######## uart_rx_os16_flat ########
**uart_rx_os16_flat: port wiring**

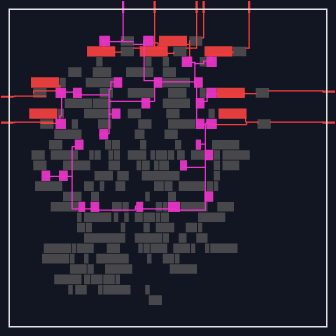

$ cat src/rtl/uart_rx_os16_if.sv
`default_nettype none
// ============================================================================
// Module   : uart_rx_os16_if
// Brief    : Serial line input and received-byte outputs of the UART receiver
// Revision : 1.0 - initial release
// ============================================================================
interface uart_rx_os16_if;
  logic       rx;
  logic [7:0] rx_data;
  logic       rx_done;
  logic       rx_busy;
  logic       frame_err;

  modport slave (
    input  rx,
    output rx_data,
    output rx_done,
    output rx_busy,
    output frame_err
  );

  modport master (
    output rx,
    input  rx_data,
    input  rx_done,
    input  rx_busy,
    input  frame_err
  );
endinterface
`default_nettype wire

$ cat src/rtl/uart_rx_os16.sv
`default_nettype none
// ============================================================================
// Module   : uart_rx_os16
// Brief    : 8N1 UART receiver, 16x oversampled, mid-bit sampling, glitch/framing checks
// Revision : 1.0 - initial release
// ============================================================================
module uart_rx_os16 #(
  parameter int CLK_FREQ = 50_000_000,
  parameter int BAUD     = 115200
) (
  input  logic            clk,
  input  logic            rst,
  uart_rx_os16_if.slave   bus
);

  localparam int TICK_DIV = CLK_FREQ / (BAUD * 16);
  localparam int DIV_W    = (TICK_DIV > 1) ? $clog2(TICK_DIV) : 1;
  localparam logic [DIV_W-1:0] DIV_LAST = DIV_W'(TICK_DIV - 1);

  localparam logic [2:0] IDLE  = 3'd0;
  localparam logic [2:0] START = 3'd1;
  localparam logic [2:0] DATA  = 3'd2;
  localparam logic [2:0] STOP  = 3'd3;
  localparam logic [2:0] BREAK = 3'd4;

  logic [1:0]       sync;
  logic             rs;
  logic [DIV_W-1:0] div_cnt;
  logic             tick;
  logic [3:0]       tick_cnt;
  logic [2:0]       bit_idx;
  logic [7:0]       shift;
  logic [2:0]       state;
  logic [7:0]       data_q;
  logic             done_q;
  logic             ferr_q;

  assign rs   = sync[1];
  assign tick = (div_cnt == DIV_LAST);

  always_ff @(posedge clk) begin
    if (rst) begin
      sync     <= 2'b11;
      div_cnt  <= '0;
      tick_cnt <= 4'd0;
      bit_idx  <= 3'd0;
      shift    <= 8'h00;
      state    <= IDLE;
      data_q   <= 8'h00;
      done_q   <= 1'b0;
      ferr_q   <= 1'b0;
    end else begin
      sync   <= {sync[0], bus.rx};
      done_q <= 1'b0;
      ferr_q <= 1'b0;

      if (tick) begin
        div_cnt  <= '0;
        tick_cnt <= tick_cnt + 4'd1;
      end else begin
        div_cnt  <= div_cnt + 1'b1;
      end

      case (state)
        IDLE: begin
          // Restart the divider on the edge so every sample lands mid-bit.
          if (!rs) begin
            state    <= START;
            div_cnt  <= '0;
            tick_cnt <= 4'd0;
          end
        end
        START: begin
          if (tick && (tick_cnt == 4'd7)) begin
            tick_cnt <= 4'd0;
            if (rs) begin
              state <= IDLE;
            end else begin
              state   <= DATA;
              bit_idx <= 3'd0;
            end
          end
        end
        DATA: begin
          if (tick && (tick_cnt == 4'd15)) begin
            shift[bit_idx] <= rs;
            bit_idx        <= bit_idx + 3'd1;
            if (bit_idx == 3'd7) begin
              state <= STOP;
            end
          end
        end
        STOP: begin
          if (tick && (tick_cnt == 4'd15)) begin
            if (rs) begin
              data_q <= shift;
              done_q <= 1'b1;
              state  <= IDLE;
            end else begin
              ferr_q <= 1'b1;
              state  <= BREAK;
            end
          end
        end
        BREAK: begin
          // A held-low line reports once, then waits for the line to recover.
          if (rs) begin
            state <= IDLE;
          end
        end
        default: state <= IDLE;
      endcase
    end
  end

  assign bus.rx_data   = data_q;
  assign bus.rx_done   = done_q;
  assign bus.frame_err = ferr_q;
  assign bus.rx_busy   = (state != IDLE);

endmodule
`default_nettype wire

$ cat src/flat_wrapper.sv
// flat-port wrapper written by rule: the top's interface ports become plain ports
module uart_rx_os16_flat 
#(
  parameter int CLK_FREQ = 50_000_000,
  parameter int BAUD     = 115200
)
  (clk, rst, bus_rx, bus_rx_data, bus_rx_done, bus_rx_busy, bus_frame_err);
  uart_rx_os16_if bus_i ();
  input  logic clk;
  input  logic rst;
  input wire logic [$bits(bus_i.rx)-1:0] bus_rx;
  output wire logic [$bits(bus_i.rx_data)-1:0] bus_rx_data;
  output wire logic [$bits(bus_i.rx_done)-1:0] bus_rx_done;
  output wire logic [$bits(bus_i.rx_busy)-1:0] bus_rx_busy;
  output wire logic [$bits(bus_i.frame_err)-1:0] bus_frame_err;
  assign bus_i.rx = bus_rx;
  assign bus_rx_data = bus_i.rx_data;
  assign bus_rx_done = bus_i.rx_done;
  assign bus_rx_busy = bus_i.rx_busy;
  assign bus_frame_err = bus_i.frame_err;
  uart_rx_os16 #(.CLK_FREQ(CLK_FREQ), .BAUD(BAUD)) u_core (.clk(clk), .rst(rst), .bus(bus_i));
endmodule
$ cat config.mk
export PLATFORM = sky130hd
export DESIGN_NAME = uart_rx_os16_flat
export DESIGN_NICKNAME = d
export VERILOG_FILES = /design/src/rtl/uart_rx_os16_if.sv /design/src/rtl/uart_rx_os16.sv /design/src/flat_wrapper.sv
export SDC_FILE = /design/constraint.sdc
export NUM_CORES = 1
export LEC_CHECK = 0
export CORE_MARGIN = 5
export CORE_UTILIZATION = 30
export DETAILED_ROUTE_END_ITERATION = 10
export PLACE_DENSITY = 0.54
export SYNTH_ARGS = -nofsm -noshare
export SYNTH_HDL_FRONTEND = slang
export SYNTH_SLANG_ARGS = --single-unit
$ cat constraint.sdc
create_clock -name clk -period 5.68 [get_ports clk]
set_input_delay 1.136 -clock clk [delete_from_list [all_inputs] [get_ports clk]]
set_output_delay 1.136 -clock clk [all_outputs]
set_load 0.01 [all_outputs]
######## td4_core_flat ########
--- src/rtl/td4_core_if.sv ---
// td4_core_if: instruction-fetch bus between the TD4 core and its program ROM.
//   rom_addr : 4-bit instruction address, driven by the core (its PC)
//   rom_data : 8-bit instruction word, returned combinationally by the ROM
// Modports: master = core side, slave = ROM side.
interface td4_core_if;
   logic [3:0] rom_addr;
   logic [7:0] rom_data;

   modport master (output rom_addr, input  rom_data);
   modport slave  (input  rom_addr, output rom_data);
endinterface

--- src/rtl/td4_core.sv ---
// td4_core: TD4 4-bit CPU core. Fetches from a 16x8 ROM at PC, decodes
// {op[7:4], im[3:0]} and retires one instruction per clk edge with en=1.
// Ports:
//   clk, rst        : clock, synchronous active-high reset (priority over en)
//   en              : step enable
//   rom             : fetch bus (master), rom_addr = PC
//   in_port         : 4-bit input port, sampled at the executing edge
//   out_port        : 4-bit output port register
//   dbg_a/b/carry/pc: architectural state for observation
module td4_core #(
   parameter logic [3:0] RESET_PC  = 4'h0,
   parameter logic [3:0] OUT_RESET = 4'h0
) (
   input  logic             clk,
   input  logic             rst,
   input  logic             en,
   td4_core_if.master       rom,
   input  logic [3:0]       in_port,
   output logic [3:0]       out_port,
   output logic [3:0]       dbg_a,
   output logic [3:0]       dbg_b,
   output logic             dbg_carry,
   output logic [3:0]       dbg_pc
);

   logic [3:0] pc_q, pc_d;
   logic [3:0] a_q, a_d;
   logic [3:0] b_q, b_d;
   logic [3:0] out_q, out_d;
   logic       c_q;

   logic [3:0] op, im;
   logic [3:0] src, addend;
   logic [4:0] sum;

   assign op = rom.rom_data[7:4];
   assign im = rom.rom_data[3:0];

   // Every instruction routes through the adder: moves/in/out add 0 or use a
   // zero source, so the same sum feeds every destination and its bit 4 is the
   // new carry (always 0 for non-add instructions).
   always_comb begin
      src    = 4'h0;
      addend = 4'h0;
      case (op)
         4'b0000: begin src = a_q; addend = im; end  // add a,im
         4'b0001: src = b_q;                         // mov a,b
         4'b0010: src = in_port;                     // in a
         4'b0011: addend = im;                       // mov a,im
         4'b0100: src = a_q;                         // mov b,a
         4'b0101: begin src = b_q; addend = im; end  // add b,im
         4'b0110: src = in_port;                     // in b
         4'b0111: addend = im;                       // mov b,im
         4'b1001: src = b_q;                         // out b
         4'b1011: addend = im;                       // out im
         4'b1110: addend = im;                       // jnc im
         4'b1111: addend = im;                       // jmp im
         default: ;                                  // undefined: NOP
      endcase
   end

   assign sum = {1'b0, src} + {1'b0, addend};

   always_comb begin
      a_d   = a_q;
      b_d   = b_q;
      out_d = out_q;
      pc_d  = pc_q + 4'd1;
      case (op)
         4'b0000, 4'b0001, 4'b0010, 4'b0011: a_d   = sum[3:0];
         4'b0100, 4'b0101, 4'b0110, 4'b0111: b_d   = sum[3:0];
         4'b1001, 4'b1011:                   out_d = sum[3:0];
         // jnc looks at the carry left by the previous instruction, not the
         // one being produced on this edge.
         4'b1110: if (!c_q) pc_d = sum[3:0];
         4'b1111: pc_d = sum[3:0];
         default: ;
      endcase
   end

   always_ff @(posedge clk) begin
      if (rst) begin
         pc_q  <= RESET_PC;
         a_q   <= 4'h0;
         b_q   <= 4'h0;
         c_q   <= 1'b0;
         out_q <= OUT_RESET;
      end else if (en) begin
         pc_q  <= pc_d;
         a_q   <= a_d;
         b_q   <= b_d;
         c_q   <= sum[4];
         out_q <= out_d;
      end
   end

   assign rom.rom_addr = pc_q;
   assign out_port     = out_q;
   assign dbg_a        = a_q;
   assign dbg_b        = b_q;
   assign dbg_carry    = c_q;
   assign dbg_pc       = pc_q;

endmodule

--- src/flat_wrapper.sv ---
// flat-port wrapper written by rule: the top's interface ports become plain ports
module td4_core_flat 
#(
   parameter logic [3:0] RESET_PC  = 4'h0,
   parameter logic [3:0] OUT_RESET = 4'h0
)
  (clk, rst, en, in_port, out_port, dbg_a, dbg_b, dbg_carry, dbg_pc, rom_rom_addr, rom_rom_data);
  td4_core_if rom_i ();
  input  logic clk;
  input  logic rst;
  input  logic en;
  input  logic [3:0] in_port;
  output logic [3:0] out_port;
  output logic [3:0] dbg_a;
  output logic [3:0] dbg_b;
  output logic dbg_carry;
  output logic [3:0] dbg_pc;
  output wire logic [$bits(rom_i.rom_addr)-1:0] rom_rom_addr;
  input wire logic [$bits(rom_i.rom_data)-1:0] rom_rom_data;
  assign rom_rom_addr = rom_i.rom_addr;
  assign rom_i.rom_data = rom_rom_data;
  td4_core #(.RESET_PC(RESET_PC), .OUT_RESET(OUT_RESET)) u_core (.clk(clk), .rst(rst), .en(en), .rom(rom_i), .in_port(in_port), .out_port(out_port), .dbg_a(dbg_a), .dbg_b(dbg_b), .dbg_carry(dbg_carry), .dbg_pc(dbg_pc));
endmodule
--- config.mk ---
export PLATFORM = sky130hd
export DESIGN_NAME = td4_core_flat
export DESIGN_NICKNAME = d
export VERILOG_FILES = /design/src/rtl/td4_core_if.sv /design/src/rtl/td4_core.sv /design/src/flat_wrapper.sv
export SDC_FILE = /design/constraint.sdc
export NUM_CORES = 1
export LEC_CHECK = 0
export CORE_MARGIN = 2
export CORE_UTILIZATION = 40
export DETAILED_ROUTE_END_ITERATION = 10
export PLACE_DENSITY = 0.71
export SYNTH_ARGS = -nofsm -noshare
export SYNTH_HDL_FRONTEND = slang
export SYNTH_SLANG_ARGS = --single-unit
--- constraint.sdc ---
create_clock -name clk -period 4.8 [get_ports clk]
set_clock_uncertainty 0.1 [all_clocks]
set_input_delay 0.72 -clock clk [delete_from_list [all_inputs] [get_ports clk]]
set_output_delay 0.72 -clock clk [all_outputs]
set_load 0.005 [all_outputs]
######## instr_sequencer ########
[config.mk]
export PLATFORM = sky130hd
export DESIGN_NAME = instr_sequencer
export DESIGN_NICKNAME = d
export VERILOG_FILES = /design/src/rtl/seq_pkg.sv /design/src/rtl/instr_decoder.sv /design/src/rtl/instr_sequencer.sv
export SDC_FILE = /design/constraint.sdc
export NUM_CORES = 1
export LEC_CHECK = 0
export CORE_ASPECT_RATIO = 1.75
export CORE_UTILIZATION = 45
export CTS_CLUSTER_SIZE = 24
export DETAILED_ROUTE_END_ITERATION = 10
export PLACE_DENSITY = 0.92
export SETUP_SLACK_MARGIN = 0.15
export SLEW_MARGIN = 20
export SYNTH_ARGS = -nofsm -noshare
export SYNTH_HDL_FRONTEND = slang
export SYNTH_SLANG_ARGS = --single-unit
[constraint.sdc]
create_clock -name clk -period 2.1 [get_ports clk]
set_input_delay 0.42 -clock clk [delete_from_list [all_inputs] [get_ports clk]]
set_output_delay 0.42 -clock clk [all_outputs]
set_load 0.05 [all_outputs]
[src/rtl/seq_pkg.sv]
// Shared encodings for the instruction sequencer: FSM states, ALU operations,
// opcodes and the default field widths.
package seq_pkg;

  localparam int ADDR_W_DEF  = 4;
  localparam int OPC_W_DEF   = 4;
  localparam int INSTR_W_DEF = OPC_W_DEF + ADDR_W_DEF;
  localparam int CNT_W_DEF   = 8;

  typedef enum logic [2:0] {
    ST_IDLE    = 3'd0,
    ST_FETCH   = 3'd1,
    ST_DECODE  = 3'd2,
    ST_EXECUTE = 3'd3,
    ST_HALT    = 3'd4
  } state_t;

  typedef enum logic [2:0] {
    ALU_PASS = 3'd0,
    ALU_ADD  = 3'd1,
    ALU_SUB  = 3'd2,
    ALU_AND  = 3'd3,
    ALU_OR   = 3'd4,
    ALU_XOR  = 3'd5
  } alu_op_t;

  localparam logic [3:0] OPC_NOP  = 4'h0;
  localparam logic [3:0] OPC_LDI  = 4'h1;
  localparam logic [3:0] OPC_ADD  = 4'h2;
  localparam logic [3:0] OPC_SUB  = 4'h3;
  localparam logic [3:0] OPC_AND  = 4'h4;
  localparam logic [3:0] OPC_OR   = 4'h5;
  localparam logic [3:0] OPC_XOR  = 4'h6;
  localparam logic [3:0] OPC_JMP  = 4'h7;
  localparam logic [3:0] OPC_JZ   = 4'h8;
  localparam logic [3:0] OPC_JNZ  = 4'h9;
  localparam logic [3:0] OPC_HALT = 4'hF;

endpackage

[src/rtl/instr_decoder.sv]
// Combinational opcode decoder producing the execute-phase control bundle.
// The caller is responsible for gating every output with the EXECUTE state.
module instr_decoder
  import seq_pkg::*;
#(
  parameter int OPC_W = OPC_W_DEF
) (
  input  logic [OPC_W-1:0] opcode,
  input  logic             zero,
  output logic [2:0]       alu_op,
  output logic             acc_we,
  output logic             branch,
  output logic             pc_inc,
  output logic             pc_load,
  output logic             is_halt,
  output logic             is_illegal
);

  always_comb begin
    alu_op     = ALU_PASS;
    acc_we     = 1'b0;
    branch     = 1'b0;
    pc_inc     = 1'b0;
    pc_load    = 1'b0;
    is_halt    = 1'b0;
    is_illegal = 1'b0;
    case (opcode)
      OPC_W'(OPC_NOP): pc_inc = 1'b1;
      OPC_W'(OPC_LDI): begin acc_we = 1'b1; pc_inc = 1'b1; alu_op = ALU_PASS; end
      OPC_W'(OPC_ADD): begin acc_we = 1'b1; pc_inc = 1'b1; alu_op = ALU_ADD;  end
      OPC_W'(OPC_SUB): begin acc_we = 1'b1; pc_inc = 1'b1; alu_op = ALU_SUB;  end
      OPC_W'(OPC_AND): begin acc_we = 1'b1; pc_inc = 1'b1; alu_op = ALU_AND;  end
      OPC_W'(OPC_OR):  begin acc_we = 1'b1; pc_inc = 1'b1; alu_op = ALU_OR;   end
      OPC_W'(OPC_XOR): begin acc_we = 1'b1; pc_inc = 1'b1; alu_op = ALU_XOR;  end
      OPC_W'(OPC_JMP): begin branch = 1'b1; pc_load = 1'b1; end
      OPC_W'(OPC_JZ): begin
        branch  = 1'b1;
        pc_load = zero;
        pc_inc  = ~zero;
      end
      OPC_W'(OPC_JNZ): begin
        branch  = 1'b1;
        pc_load = ~zero;
        pc_inc  = zero;
      end
      OPC_W'(OPC_HALT): is_halt = 1'b1;
      // Unassigned opcodes behave as NOP but are flagged.
      default: begin
        is_illegal = 1'b1;
        pc_inc     = 1'b1;
      end
    endcase
  end

endmodule

[src/rtl/instr_sequencer.sv]
// Fetch/decode/execute controller: drives instruction fetch, IR load, PC
// update, ALU operation and accumulator write for the simple processor.
//
// state   | meaning
// IDLE    | waiting for start, all strobes off
// FETCH   | imem_req high, IR captured when imem_valid
// DECODE  | one quiet cycle, HALT opcode diverts to HALT
// EXECUTE | decoded strobes issued, instruction retired
// HALT    | sticky stop, only reset leaves
module instr_sequencer
  import seq_pkg::*;
#(
  parameter int ADDR_W = ADDR_W_DEF,
  parameter int OPC_W  = OPC_W_DEF,
  parameter int CNT_W  = CNT_W_DEF
) (
  input  logic                    clk,
  input  logic                    reset,
  input  logic                    start,
  input  logic                    imem_valid,
  input  logic [OPC_W+ADDR_W-1:0] instr,
  input  logic                    zero,
  output logic                    imem_req,
  output logic                    ir_load,
  output logic                    pc_inc,
  output logic                    pc_load,
  output logic [ADDR_W-1:0]       pc_target,
  output logic [2:0]              alu_op,
  output logic [ADDR_W-1:0]       operand,
  output logic                    acc_we,
  output logic                    halted,
  output logic                    illegal,
  output logic [CNT_W-1:0]        retired,
  output logic [2:0]              state
);

  localparam int INSTR_W = OPC_W + ADDR_W;

  state_t             cur_state, nxt_state;
  logic [INSTR_W-1:0] ir;
  logic [OPC_W-1:0]   opcode;

  logic [2:0] dec_alu_op;
  logic       dec_acc_we, dec_branch, dec_pc_inc, dec_pc_load;
  logic       dec_halt, dec_illegal;
  logic       in_execute;

  assign opcode     = ir[INSTR_W-1:ADDR_W];
  assign operand    = ir[ADDR_W-1:0];
  assign pc_target  = ir[ADDR_W-1:0];
  assign state      = cur_state;
  assign halted     = (cur_state == ST_HALT);
  assign in_execute = (cur_state == ST_EXECUTE);

  instr_decoder #(
    .OPC_W (OPC_W)
  ) u_decoder (
    .opcode     (opcode),
    .zero       (zero),
    .alu_op     (dec_alu_op),
    .acc_we     (dec_acc_we),
    .branch     (dec_branch),
    .pc_inc     (dec_pc_inc),
    .pc_load    (dec_pc_load),
    .is_halt    (dec_halt),
    .is_illegal (dec_illegal)
  );

  always_comb begin
    nxt_state = cur_state;
    imem_req  = 1'b0;
    ir_load   = 1'b0;
    pc_inc    = 1'b0;
    pc_load   = 1'b0;
    acc_we    = 1'b0;
    alu_op    = ALU_PASS;
    case (cur_state)
      ST_IDLE: begin
        if (start) nxt_state = ST_FETCH;
      end
      ST_FETCH: begin
        imem_req = 1'b1;
        if (imem_valid) begin
          ir_load   = 1'b1;
          nxt_state = ST_DECODE;
        end
      end
      ST_DECODE: begin
        nxt_state = dec_halt ? ST_HALT : ST_EXECUTE;
      end
      ST_EXECUTE: begin
        alu_op    = dec_alu_op;
        acc_we    = dec_acc_we;
        pc_inc    = dec_pc_inc;
        // Only branch-class opcodes are ever allowed to load the PC.
        pc_load   = dec_pc_load & dec_branch;
        nxt_state = ST_FETCH;
      end
      ST_HALT: nxt_state = ST_HALT;
      default: nxt_state = ST_IDLE;
    endcase
  end

  always_ff @(posedge clk or negedge reset) begin
    if (!reset) begin
      cur_state <= ST_IDLE;
      ir        <= '0;
      illegal   <= 1'b0;
      retired   <= '0;
    end else begin
      cur_state <= nxt_state;
      if (ir_load) ir <= instr;
      if (in_execute && dec_illegal) illegal <= 1'b1;
      if (in_execute) retired <= retired + 1'b1;
    end
  end

endmodule

######## sr04_scheduler ########
File: src/rtl/sr04_sched_pkg.sv
// Shared types and widths for the SR04 measurement scheduler.
// Optional build macro: SR04_SCHED_AVG_EN (4-sample moving average).
package sr04_sched_pkg;

   localparam int DIST_W    = 10;
   localparam int MS_CNT_W  = 16;
   localparam int AVG_DEPTH = 4;

   typedef enum logic [1:0] {
      ST_IDLE = 2'd0,
      ST_TRIG = 2'd1,
      ST_WAIT = 2'd2,
      ST_HOLD = 2'd3
   } state_e;

endpackage

File: src/rtl/sr04_ms_tick.sv
// Cycle counter producing a one-cycle ms_tick every CLK_PER_MS clocks.
// A synchronous clear restarts the millisecond phase.
module sr04_ms_tick #(
   parameter int CLK_PER_MS = 100000
) (
   input  logic clk,
   input  logic rst,
   input  logic clr,
   output logic ms_tick
);

   localparam int CW = (CLK_PER_MS > 1) ? $clog2(CLK_PER_MS) : 1;
   localparam logic [CW-1:0] LAST = CW'(CLK_PER_MS - 1);

   logic [CW-1:0] cyc_q, cyc_d;

   // Next count: clear wins, otherwise wrap at LAST and tick
   always_comb begin
      ms_tick = 1'b0;
      cyc_d   = cyc_q + CW'(1);
      if (clr) begin
         cyc_d = '0;
      end else if (cyc_q == LAST) begin
         cyc_d   = '0;
         ms_tick = 1'b1;
      end
   end

   // Cycle counter register
   always_ff @(posedge clk) begin
      if (rst) cyc_q <= '0;
      else     cyc_q <= cyc_d;
   end

endmodule

File: src/rtl/sr04_scheduler.sv
// SR04 measurement sequencer: start pulses, timeout, re-trigger holdoff.
// Optional build macro: SR04_SCHED_AVG_EN (averages last 4 accepted samples).
module sr04_scheduler
   import sr04_sched_pkg::*;
#(
   parameter int CLK_PER_MS = 100000,
   parameter int PERIOD_MS  = 60,
   parameter int TIMEOUT_MS = 40
) (
   input  logic        clk,
   input  logic        rst,
   input  logic        enable,
   input  logic        single_req,
   input  logic        dist_done,
   input  logic [9:0]  distance,
   output logic        start,
   output logic [9:0]  dist_out,
   output logic        dist_valid,
   output logic        timeout_err,
   output logic        busy
);

   localparam logic [MS_CNT_W-1:0] PERIOD_C  = MS_CNT_W'(PERIOD_MS);
   localparam logic [MS_CNT_W-1:0] TIMEOUT_C = MS_CNT_W'(TIMEOUT_MS);

   state_e              state_q, state_d;
   logic [MS_CNT_W-1:0] ms_cnt_q, ms_cnt_d;
   logic                start_q, start_d;
   logic [DIST_W-1:0]   dist_out_q, dist_out_d;
   logic                dist_valid_q, dist_valid_d;
   logic                timeout_err_q, timeout_err_d;
   logic                ms_tick;
   logic                cnt_clr;
   logic                accept;
   logic                tmo;

   assign cnt_clr = (state_q == ST_TRIG);

   sr04_ms_tick #(
      .CLK_PER_MS (CLK_PER_MS)
   ) u_tick (
      .clk     (clk),
      .rst     (rst),
      .clr     (cnt_clr),
      .ms_tick (ms_tick)
   );

   // FSM next state; dist_done beats a coincident timeout
   always_comb begin
      state_d = state_q;
      accept  = 1'b0;
      tmo     = 1'b0;
      unique case (state_q)
         ST_IDLE: if (enable || single_req) state_d = ST_TRIG;
         ST_TRIG: state_d = ST_WAIT;
         ST_WAIT: begin
            if (dist_done) begin
               accept  = 1'b1;
               state_d = ST_HOLD;
            end else if (ms_cnt_q == TIMEOUT_C) begin
               tmo     = 1'b1;
               state_d = ST_HOLD;
            end
         end
         ST_HOLD: begin
            if (ms_cnt_q == PERIOD_C)
               state_d = enable ? ST_TRIG : ST_IDLE;
         end
         default: state_d = ST_IDLE;
      endcase
   end

   // Millisecond counter, restarted at every trigger
   always_comb begin
      ms_cnt_d = ms_cnt_q;
      if (cnt_clr)      ms_cnt_d = '0;
      else if (ms_tick) ms_cnt_d = ms_cnt_q + MS_CNT_W'(1);
   end

   // Registered start pulse and sticky timeout flag
   always_comb begin
      start_d       = (state_d == ST_TRIG);
      timeout_err_d = timeout_err_q;
      if (accept)   timeout_err_d = 1'b0;
      else if (tmo) timeout_err_d = 1'b1;
   end

`ifdef SR04_SCHED_AVG_EN
   logic [DIST_W-1:0] hist_q [AVG_DEPTH];
   logic [DIST_W-1:0] hist_d [AVG_DEPTH];
   logic              filled_q, filled_d;
   logic              avg_pend_q, avg_pend_d;
   logic [DIST_W+1:0] sum;

   // History shift; first sample primes every entry
   always_comb begin
      hist_d     = hist_q;
      filled_d   = filled_q;
      avg_pend_d = accept;
      if (accept) begin
         filled_d = 1'b1;
         if (!filled_q) begin
            for (int i = 0; i < AVG_DEPTH; i++) hist_d[i] = distance;
         end else begin
            for (int i = AVG_DEPTH - 1; i > 0; i--) hist_d[i] = hist_q[i-1];
            hist_d[0] = distance;
         end
      end
   end

   // Average of the history, published one cycle after it updates
   always_comb begin
      sum = '0;
      for (int i = 0; i < AVG_DEPTH; i++)
         sum = sum + (DIST_W+2)'(hist_q[i]);
      dist_out_d   = avg_pend_q ? sum[DIST_W+1:2] : dist_out_q;
      dist_valid_d = avg_pend_q;
   end

   // History registers
   always_ff @(posedge clk) begin
      if (rst) begin
         for (int i = 0; i < AVG_DEPTH; i++) hist_q[i] <= '0;
         filled_q   <= 1'b0;
         avg_pend_q <= 1'b0;
      end else begin
         hist_q     <= hist_d;
         filled_q   <= filled_d;
         avg_pend_q <= avg_pend_d;
      end
   end
`else
   // Raw capture of the accepted distance
   always_comb begin
      dist_out_d   = accept ? distance : dist_out_q;
      dist_valid_d = accept;
   end
`endif

   // Main state and output registers
   always_ff @(posedge clk) begin
      if (rst) begin
         state_q       <= ST_IDLE;
         ms_cnt_q      <= '0;
         start_q       <= 1'b0;
         dist_out_q    <= '0;
         dist_valid_q  <= 1'b0;
         timeout_err_q <= 1'b0;
      end else begin
         state_q       <= state_d;
         ms_cnt_q      <= ms_cnt_d;
         start_q       <= start_d;
         dist_out_q    <= dist_out_d;
         dist_valid_q  <= dist_valid_d;
         timeout_err_q <= timeout_err_d;
      end
   end

   assign start       = start_q;
   assign dist_out    = dist_out_q;
   assign dist_valid  = dist_valid_q;
   assign timeout_err = timeout_err_q;
   assign busy        = (state_q != ST_IDLE);

endmodule

File: config.mk
export PLATFORM = sky130hd
export DESIGN_NAME = sr04_scheduler
export DESIGN_NICKNAME = d
export VERILOG_FILES = /design/src/rtl/sr04_sched_pkg.sv /design/src/rtl/sr04_ms_tick.sv /design/src/rtl/sr04_scheduler.sv
export SDC_FILE = /design/constraint.sdc
export NUM_CORES = 1
export LEC_CHECK = 0
export ABC_CLOCK_PERIOD_IN_PS = 5300
export CAP_MARGIN = 20
export CORE_MARGIN = 8
export CORE_UTILIZATION = 34
export CTS_BUF_LIST = sky130_fd_sc_hd__clkbuf_4
export CTS_CLUSTER_SIZE = 20
export DETAILED_ROUTE_END_ITERATION = 8
export PLACE_DENSITY = 0.63
export SYNTH_ARGS = -nofsm -noshare
export SYNTH_HDL_FRONTEND = slang
export SYNTH_SLANG_ARGS = --single-unit
File: constraint.sdc
create_clock -name clk -period 5.3 [get_ports clk]
set_input_delay 0.53 -clock clk [delete_from_list [all_inputs] [get_ports clk]]
set_output_delay 0.53 -clock clk [all_outputs]
set_load 0.05 [all_outputs]

==> screenshots <==
Sequential cells grouped by signal name.
picture 1
The bar under the picture is 10 um long. Other sequential cells in the stronger gray, the rest of the logic in the fainter gray.
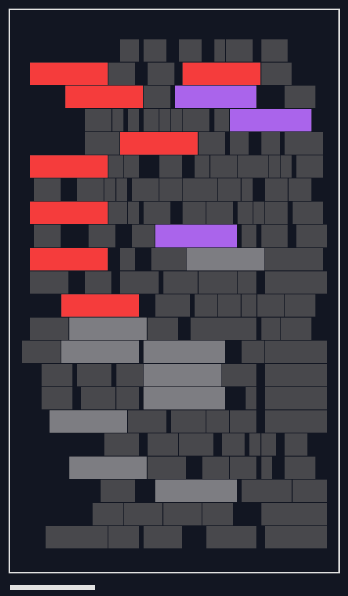
picture 2
The bar under the picture is 20 um long. Other sequential cells in the stronger gray, the rest of the logic in the fainter gray.
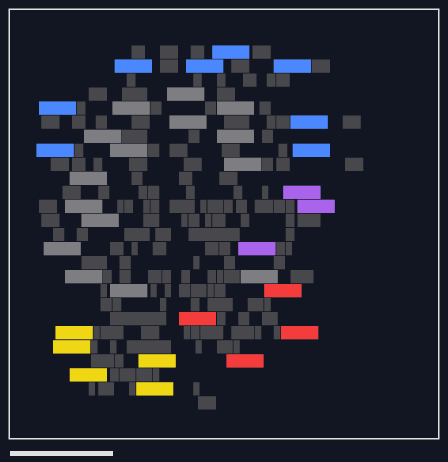
picture 3
The bar under the picture is 20 um long. Other sequential cells in the stronger gray, the rest of the logic in the fainter gray.
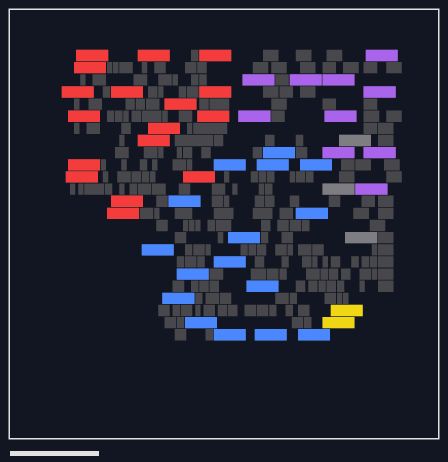
| picture | from |
|---|---|
| picture 3 | sr04_scheduler |
| picture 1 | instr_sequencer |
| picture 2 | uart_rx_os16_flat |
- smallest die: picture 1
- most sequential cells: picture 3

**uart_rx_os16_flat: cells by drive strength**

The bar under the picture is 20 um long.
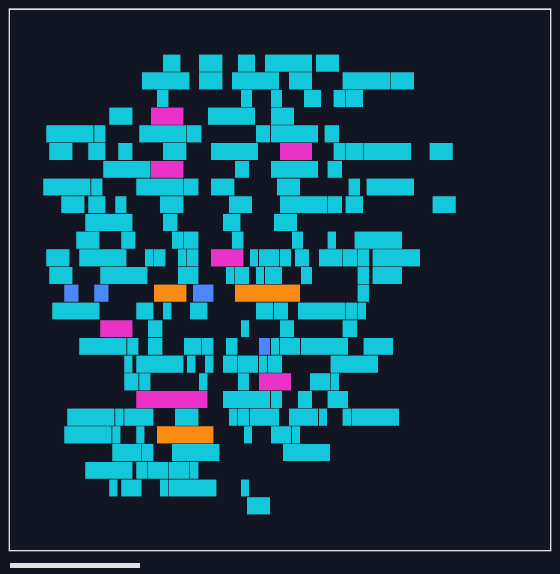
legend:
  orange:
    size: _3 and _4 cells
    cells: 3
    share: 1.6%
  magenta:
    size: _6 and larger
    cells: 7
    share: 3.8%
    most_used: clkbuf_8
  cyan:
    size: _0 and _1 cells
    cells: 168
    share: 92%
    most_used: dfxtp_1
  blue:
    size: _2 cells
    cells: 4
    share: 2.2%
    most_used: or2_2

About 'port wiring' of uart_rx_os16_flat:
legend:
  red:
    port: bus_rx_data
    bits: 8
    direction: output
    end_cells: 8
    buffers: 8
    wire: 174 um
  magenta:
    port: rst
    bits: 1
    direction: input
    end_cells: 28
    buffers: 1
    wire: 231 um

==> impl_metrics.csv, uart_rx_os16_flat <==
group,metric,value,unit
power,power.sequential.fraction,50.2,%
final_timing,fmaxAchievable,366,MHz
final_layout,count_of_buffers_not_belonging_to_the_clock_network_in_the_layout,13,
power,power,507,uW
critical_path,critPathLaunch,"u_core.state[0]$_SDFFE_PP0P_",
final_timing,max_slew.worst_pin.slew,0.767,ns
cts,postCtsSetupBuffers,0,
critical_path,cp.buffers_inverters,2,
status,status,"finished, final reports clean",
run,max-cap-violations,0,
synth,largest_area_cell,"sky130_fd_sc_hd__dfxtp_1",
synth,ys.flops,35,
final_layout,instances_no_fill,252,
final_layout,design.seq.count,35,
worst_hold_path,holdPathEnd,"u_core.sync[1]$_SDFF_PP1_",
placed_design,dp_hpwl,2120,um
route,drc,0,
placed_design,dp_cells,244,
cts,clk_transition_reported_paths,0.07,ns
final_layout,drive_above_1_share,7.69,%
final_timing,report.final.setup_viol,0,
floorplanning,std_cell_rows,26,
final_layout,nonClockInverterCount,5,
critical_path,worst_setup_path_endpoint,"bus_rx_busy",
floorplanning,fp_util,31.1,%
critical_path,critical_path_peak_fanout,13,
critical_path,worst_setup_path_end_kind,"output port",
synth,synth.cells.most_frequent,"sky130_fd_sc_hd__dfxtp_1, sky130_fd_sc_hd__nor2_1, sky130_fd_sc_hd__nand2b_1, sky130_fd_sc_hd__o21ai_0",
cts,htree_num_levels,2,
final_layout,regArea,701,um2
synth,synthMostInstantiatedCell,"sky130_fd_sc_hd__dfxtp_1",
synth,ys_cells,171,
power,pg_comb,21.8,uW
critical_path,worst_ep_arrival_time,1.60,ns
cts,post_cts_resize_count,0,
critical_path,path_depth,3,
critical_path,worstReg2RegStart,"u_core.state[0]$_SDFFE_PP0P_",
final_layout,antenna_cells,0,
final_timing,finalMaxSlewViolations,0,
[uart_rx_os16_flat: metal layers]
layer | track usage (%) | up-vias | wire length (um)
li1 | - | 619 | -
met1 | 14.0 | 538 | 1610
met2 | 13.6 | 21 | 1270
met3 | 2.67 | 6 | 83
met4 | 5.35 | 0 | 78
met5 | 0 | - | 0
[uart_rx_os16_flat: flip-flops by register name, summed over array words and instances (netlist names)]
name and cells:
u_core.bit_idx 3, u_core.sync 2, u_core.div_cnt 5, u_core.state 3, u_core.bus.rx_done 1, u_core.bus.rx_data 8, u_core.shift 8, u_core.tick_cnt 4
u_core.bus.frame_err 1
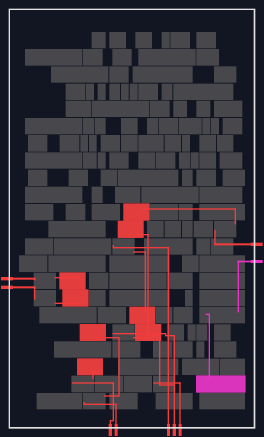
**Above:** instr_sequencer (port wiring).
legend:
  red:
    port: instr
    bits: 8
    direction: input
    end_cells: 8
    buffers: 8
    wire: 197 um
  magenta:
    port: acc_we
    bits: 1
    direction: output
    end_cells: 1
    buffers: 1
    wire: 21.2 um

==> impl_metrics.csv, instr_sequencer <==
group,metric,value,unit
final_layout,layout.clock.cell_area_share,1.56,%
cts,postCtsSetupBuffers,2,
final_layout,drive_above_1_share,36.4,%
route,met3RoutedLength,99,um
final_layout,antenna_cells,0,
power,power_density,1750,nW/um2
synth,postSynthCellCount,100,
global_route,grt_util_all_layers,22.3,%
synth,yosys_warnings,0,
synth,synth_cell_types,30,
final_layout,count_of_buffers_not_belonging_to_the_clock_network_in_the_layout,54,
final_layout,nonClockInverterCount,4,
critical_path,crit_path_cell_trace,"nand3b_1 -> buf_6 -> nor4_4 -> buf_12",
power,p_leak,0.000836,uW
synth,synth-adder-area-share,1.19,%
power,seq_cell_power,796,uW
synth,post_synth_main_logic_family,"simple AND/OR/NAND/NOR gates",
placed_design,dp_hpwl,1830,um
critical_path,worst_setup_path_end_kind,"output port",
route,drc,0,
power,pg_comb,1960,uW
global_route,grt_pass1_vias,850,
power,power.sequential.fraction,27.0,%
final_timing,fin_worst_skew,0.0124,ns
route,ant_nets,0,
status,status,"finished, final reports clean",
synth,synthXorXnorAreaFrac,7.49,%
final_timing,fin_crit_sh,95.7,%
final_timing,setup_ws,0.0893,ns
floorplanning,num_tap_cells,24,
power,clk-power,194,uW
route,m1WireLength,994,um
synth,floorplan.nets,114,
final_layout,synthToLayoutAreaGrowth,60.4,%
synth,syn_avg_cell_area,10.5,um2
route,drt_pass1_iterations,4,
placed_design,place_ws,0.120,ns
final_layout,buffer_area_share,35.2,%
route,wl,2720,um
critical_path,worst_ep_arrival_time,1.59,ns
run,tool_warnings,29,
critical_path,r2r_end,"ir[2]$_DFFE_PN0P_",
global_route,grt_max_degree,21,
power,power.switching,1570,uW
route,drt-initial-drc-count,22,
final_layout,mi_logic_area,514,um2
cts,cts_tree,"built",
synth,largest_area_cell,"sky130_fd_sc_hd__dfrtp_1",
final_layout,combAreaFraction,30.5,%
final_timing,max_slew.worst_pin.slew,0.527,ns
critical_path,critical_path_peak_fanout,7,
final_layout,nMultiInputCombCells,61,
final_layout,design.seq.count,20,
synth,yosysChipArea,1050,um2
final_layout,clock_buffer_count,4,
placed_design,dp_cells,155,
critical_path,cp_data_required_time,1.68,ns
final_timing,period_minus_slack,2.01,ns
synth,synth.cells.most_frequent,"sky130_fd_sc_hd__dfrtp_1, sky130_fd_sc_hd__mux2_2, sky130_fd_sc_hd__buf_4, sky130_fd_sc_hd__xor2_1",
## instr_sequencer: metal layers
| metal | global-route usage [%] | vias to the layer above |
|---|---|---|
| li1 | - | 419 |
| met1 | 24.2 | 443 |
| met2 | 38.5 | 30 |
| met3 | 3.03 | 7 |
| met4 | 12.9 | 0 |
| met5 | 0 | - |
## instr_sequencer: worst max path at each step
stage	endpoint	cells past startpoint
3_5_place_dp	pc_load	5
2_1_floorplan	alu_op[0]	4
5_1_grt	acc_we	4
6_report	acc_we	4
3_3_place_gp	pc_inc	5
4_1_cts	acc_we	4
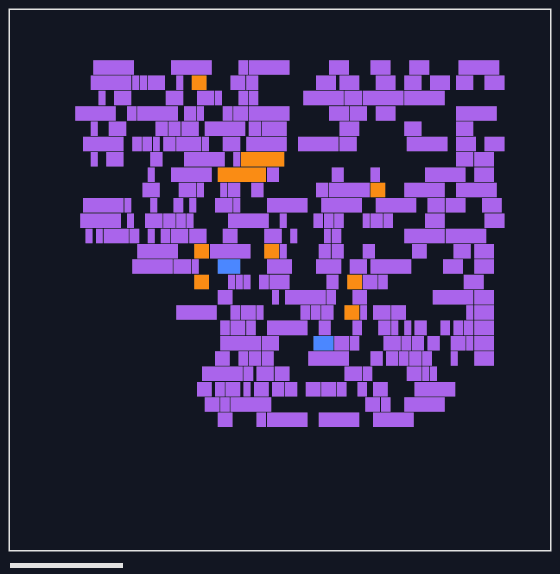
**Above:** sr04_scheduler (cells by drive strength).
The bar under the picture is 20 um long.
legend:
  orange:
    size: _3 and _4 cells
    cells: 9
    share: 3.4%
    most_used: clkbuf_4
  blue:
    size: _2 cells
    cells: 2
    share: 0.75%
  purple:
    size: _0 and _1 cells
    cells: 254
    share: 96%
    most_used: dfxtp_1

==> impl_metrics.csv, sr04_scheduler <==
group,metric,value,unit
critical_path,ff2ff_path_depth,5,
synth,synthDominantCellAreaShare,44.3,%
route,drt_pass1_iterations,4,
synth,async_flop_share,0,%
final_layout,synthToLayoutAreaGrowth,17.8,%
final_layout,nonClockInverterCount,10,
route,drc,0,
floorplanning,core_region_area,6280,um2
synth,yosys_warnings,0,
global_route,global_route.usage.met1,12.0,%
cts,htree_num_levels,2,
run,tool_warnings,27,
critical_path,timing.setup.critical_path_class,"reg -> out",
cts,clk_transition_reported_paths,0.14,ns
floorplanning,chip_area,9190,um2
final_timing,fmaxAchievable,436,MHz
global_route,grt_antenna_before_repair,0,
final_layout,top_reg_by_flops,"u_tick.cyc_q",
final_layout,seq-cell-share,37.6,%
status,status,"finished, final reports clean",
synth,synthTopCellsByArea,"sky130_fd_sc_hd__dfxtp_1, sky130_fd_sc_hd__a22o_1, sky130_fd_sc_hd__nand4_1, sky130_fd_sc_hd__xnor2_1, sky130_fd_sc_hd__nor2_1",
final_layout,design.seq.count,48,
synth,largest_area_cell,"sky130_fd_sc_hd__dfxtp_1",
final_layout,buffer_area_share,11.0,%
worst_hold_path,holdPathEnd,"u_tick.cyc_q[0]$_SDFF_PP0_",
cts,post_cts_resize_count,0,
synth,synth-edff-count,0,
cts,hold_buffers,0,
final_layout,instances_no_fill,342,
synth,synth.cells.most_frequent,"sky130_fd_sc_hd__dfxtp_1, sky130_fd_sc_hd__nor2_1, sky130_fd_sc_hd__a21oi_1, sky130_fd_sc_hd__nand4_1, sky130_fd_sc_hd__nand3_1",
final_layout,antenna_cells,0,
global_route,grt_overflow,0,
power,seq_cell_power,376,uW
critical_path,worst_ep_arrival_time,1.76,ns
cts,max-clock-path-buffers,2,
route,met2WireLength,2040,um
final_layout,regArea,961,um2
final_timing,grt_setup_unrepaired,"false",
global_route,global_route.peak_usage_layer,"met2",
route,via_per_inst,5.40,
final_timing,timing.slew.headroom,44.8,%
final_layout,layout.clock.cell_area_share,2.20,%
## sr04_scheduler: logic make-up after synthesis
kind of cell,share of synthesized area [%]
and+or+nand+nor,28.8
muxes,0.980
buffers and inverters,3.92
AOI/OAI and AO/OA,14.6
xor gates and xnor gates,5.65
DFF,44.3
adders and majority gates,1.73
## sr04_scheduler: critical path, cell delays in order, from the launching register on
cell and delay (ns):
sky130_fd_sc_hd__dfxtp_1 0.45, sky130_fd_sc_hd__nor2_1 0.10, sky130_fd_sc_hd__inv_1 0.06, sky130_fd_sc_hd__clkdlybuf4s50_1 0.79
**td4_core_flat: clock routing**

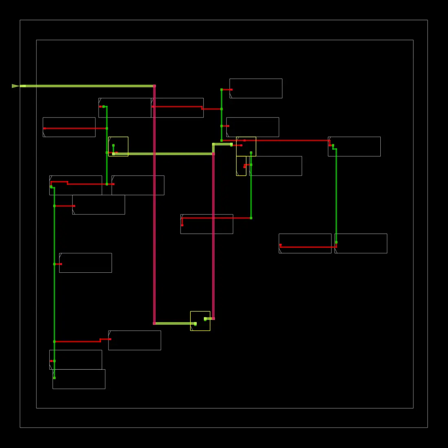
number of sequential cells: 17
clock insertion delay at the later pin of the skew report: 0.29 ns
TritonCTS Sinks: 17
clock network power consumption: 78.5 uW
clock buffer count from CTS: 3

**td4_core_flat: layout detail**

Window x 14 to 44, y 14 to 44 um. Cells in gray, sequential cells in the stronger gray; small squares are vias.
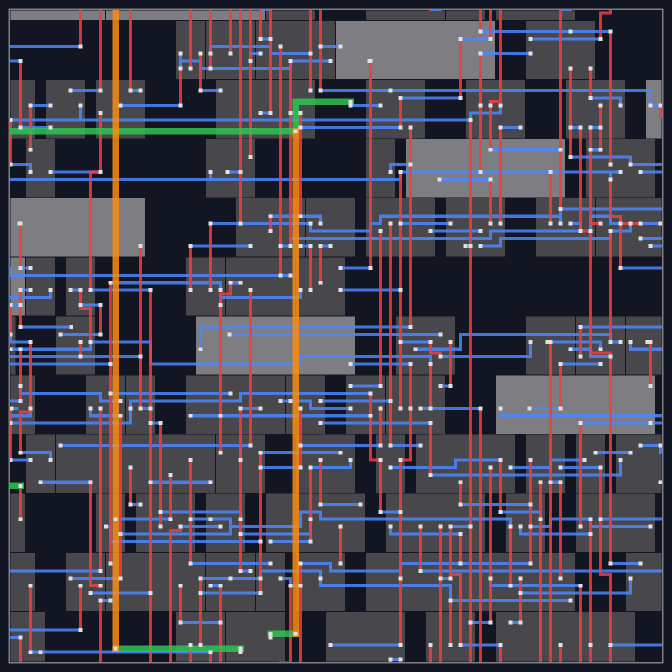
legend:
  blue:
    layer: metal 1
  orange:
    layer: metal 4
  red:
    layer: metal 2
  green:
    layer: metal 3
netlist names of flops here include: u_core.dbg_b (2)
cells with their middle in the window: 69
sequential cells in the window: 5

==> impl_metrics.csv, td4_core_flat <==
group,metric,value,unit
final_layout,final_core_utilization,53.8,%
final_layout,fillerInstances,268,
floorplanning,fp_util,41.4,%
global_route,grt_util_met3,5.22,%
critical_path,timing.setup.critical_path_class,"in -> reg",
status,status,"finished, final reports clean",
final_timing,timing.slew.headroom,46.6,%
route,met2WireLength,1200,um
final_layout,final_net_count,171,
synth,yosysChipArea,1130,um2
global_route,grt_pass1_vias,934,
synth,synthTopCellsByArea,"sky130_fd_sc_hd__dfxtp_1, sky130_fd_sc_hd__mux2i_1, sky130_fd_sc_hd__ha_1, sky130_fd_sc_hd__nor2_1, sky130_fd_sc_hd__nand2b_1",
final_timing,worst_hold_slack,0.403,ns
route,post_drt_wl_per_cell,13.7,um
cts,cts_root_buffer,"sky130_fd_sc_hd__clkbuf_4",
synth,aoi_share,18.1,%
route,m1WireLength,1110,um
cts,hold_buffers,0,
final_layout,antenna_cells,0,
power,top_power_group,"registers",
critical_path,worstReg2RegStart,"u_core.dbg_a[0]$_SDFFE_PP0P_",
synth,synth-adder-area-share,7.29,%
synth,synth-edff-count,0,
worst_hold_path,worstHoldPathCells,2,
power,power_density,207,nW/um2
critical_path,cp-start-kind,"primary input",
final_timing,final.setup.tns,0,ns
global_route,grt_max_degree,25,
synth,yosys_warnings,0,
cts,max-clock-path-buffers,2,
final_timing,max_slew.worst_pin.slew,0.798,ns
td4_core_flat: final cells by class:
type / count / area, um2 / share of cell area, %
multi-input combinational: 90 / 703 / 47.8
timing repair buffer: 35 / 350 / 23.8
sequential: 17 / 340 / 23.1
tap: 31 / 38.8 / 2.64
clock buffer: 4 / 26.3 / 1.79
inverter: 3 / 11.3 / 0.766
td4_core_flat: registers in the layout, summed over array words and instances, names as in the netlist:
| name | count |
|---|---|
| u_core.dbg_a | 4 |
| u_core.dbg_b | 4 |
| u_core.dbg_carry | 1 |
| u_core.dbg_pc | 4 |
| u_core.out_port | 4 |


==> gallery <==
Routed metal, one color a layer.
Plate I
The bar under the picture is 10 um long.
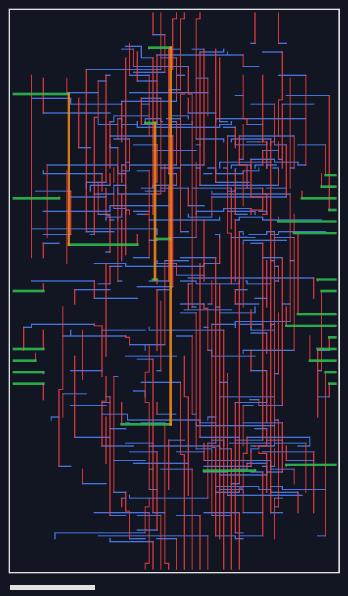
Plate II
The bar under the picture is 20 um long.
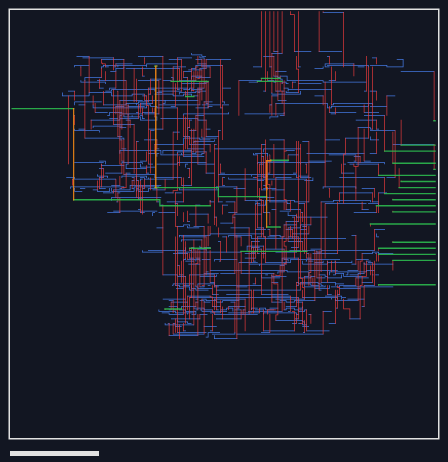
Plate III
The bar under the picture is 20 um long.
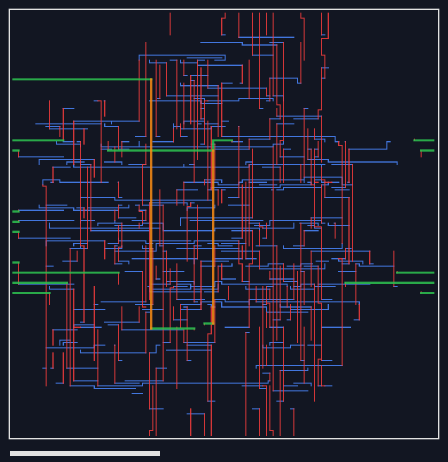
Plate IV
The bar under the picture is 20 um long.
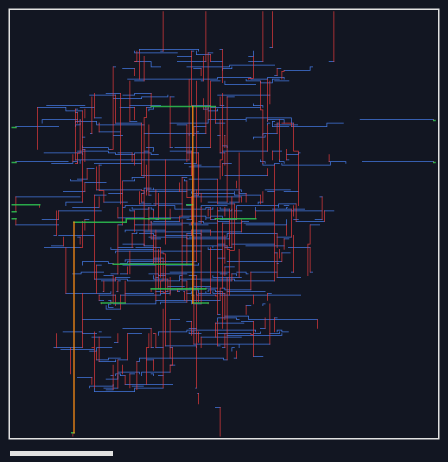
Plate I: instr_sequencer
Plate IV: uart_rx_os16_flat
Plate III: td4_core_flat
Plate II: sr04_scheduler

Key to Plate III:
legend:
  orange:
    layer: metal 4
    wire_length: 56.4 um
  green:
    layer: metal 3
    wire_length: 102 um
  red:
    layer: metal 2
    wire_length: 1200 um
  blue:
    layer: metal 1
    wire_length: 1110 um

Power and IR drop assume default switching activity.
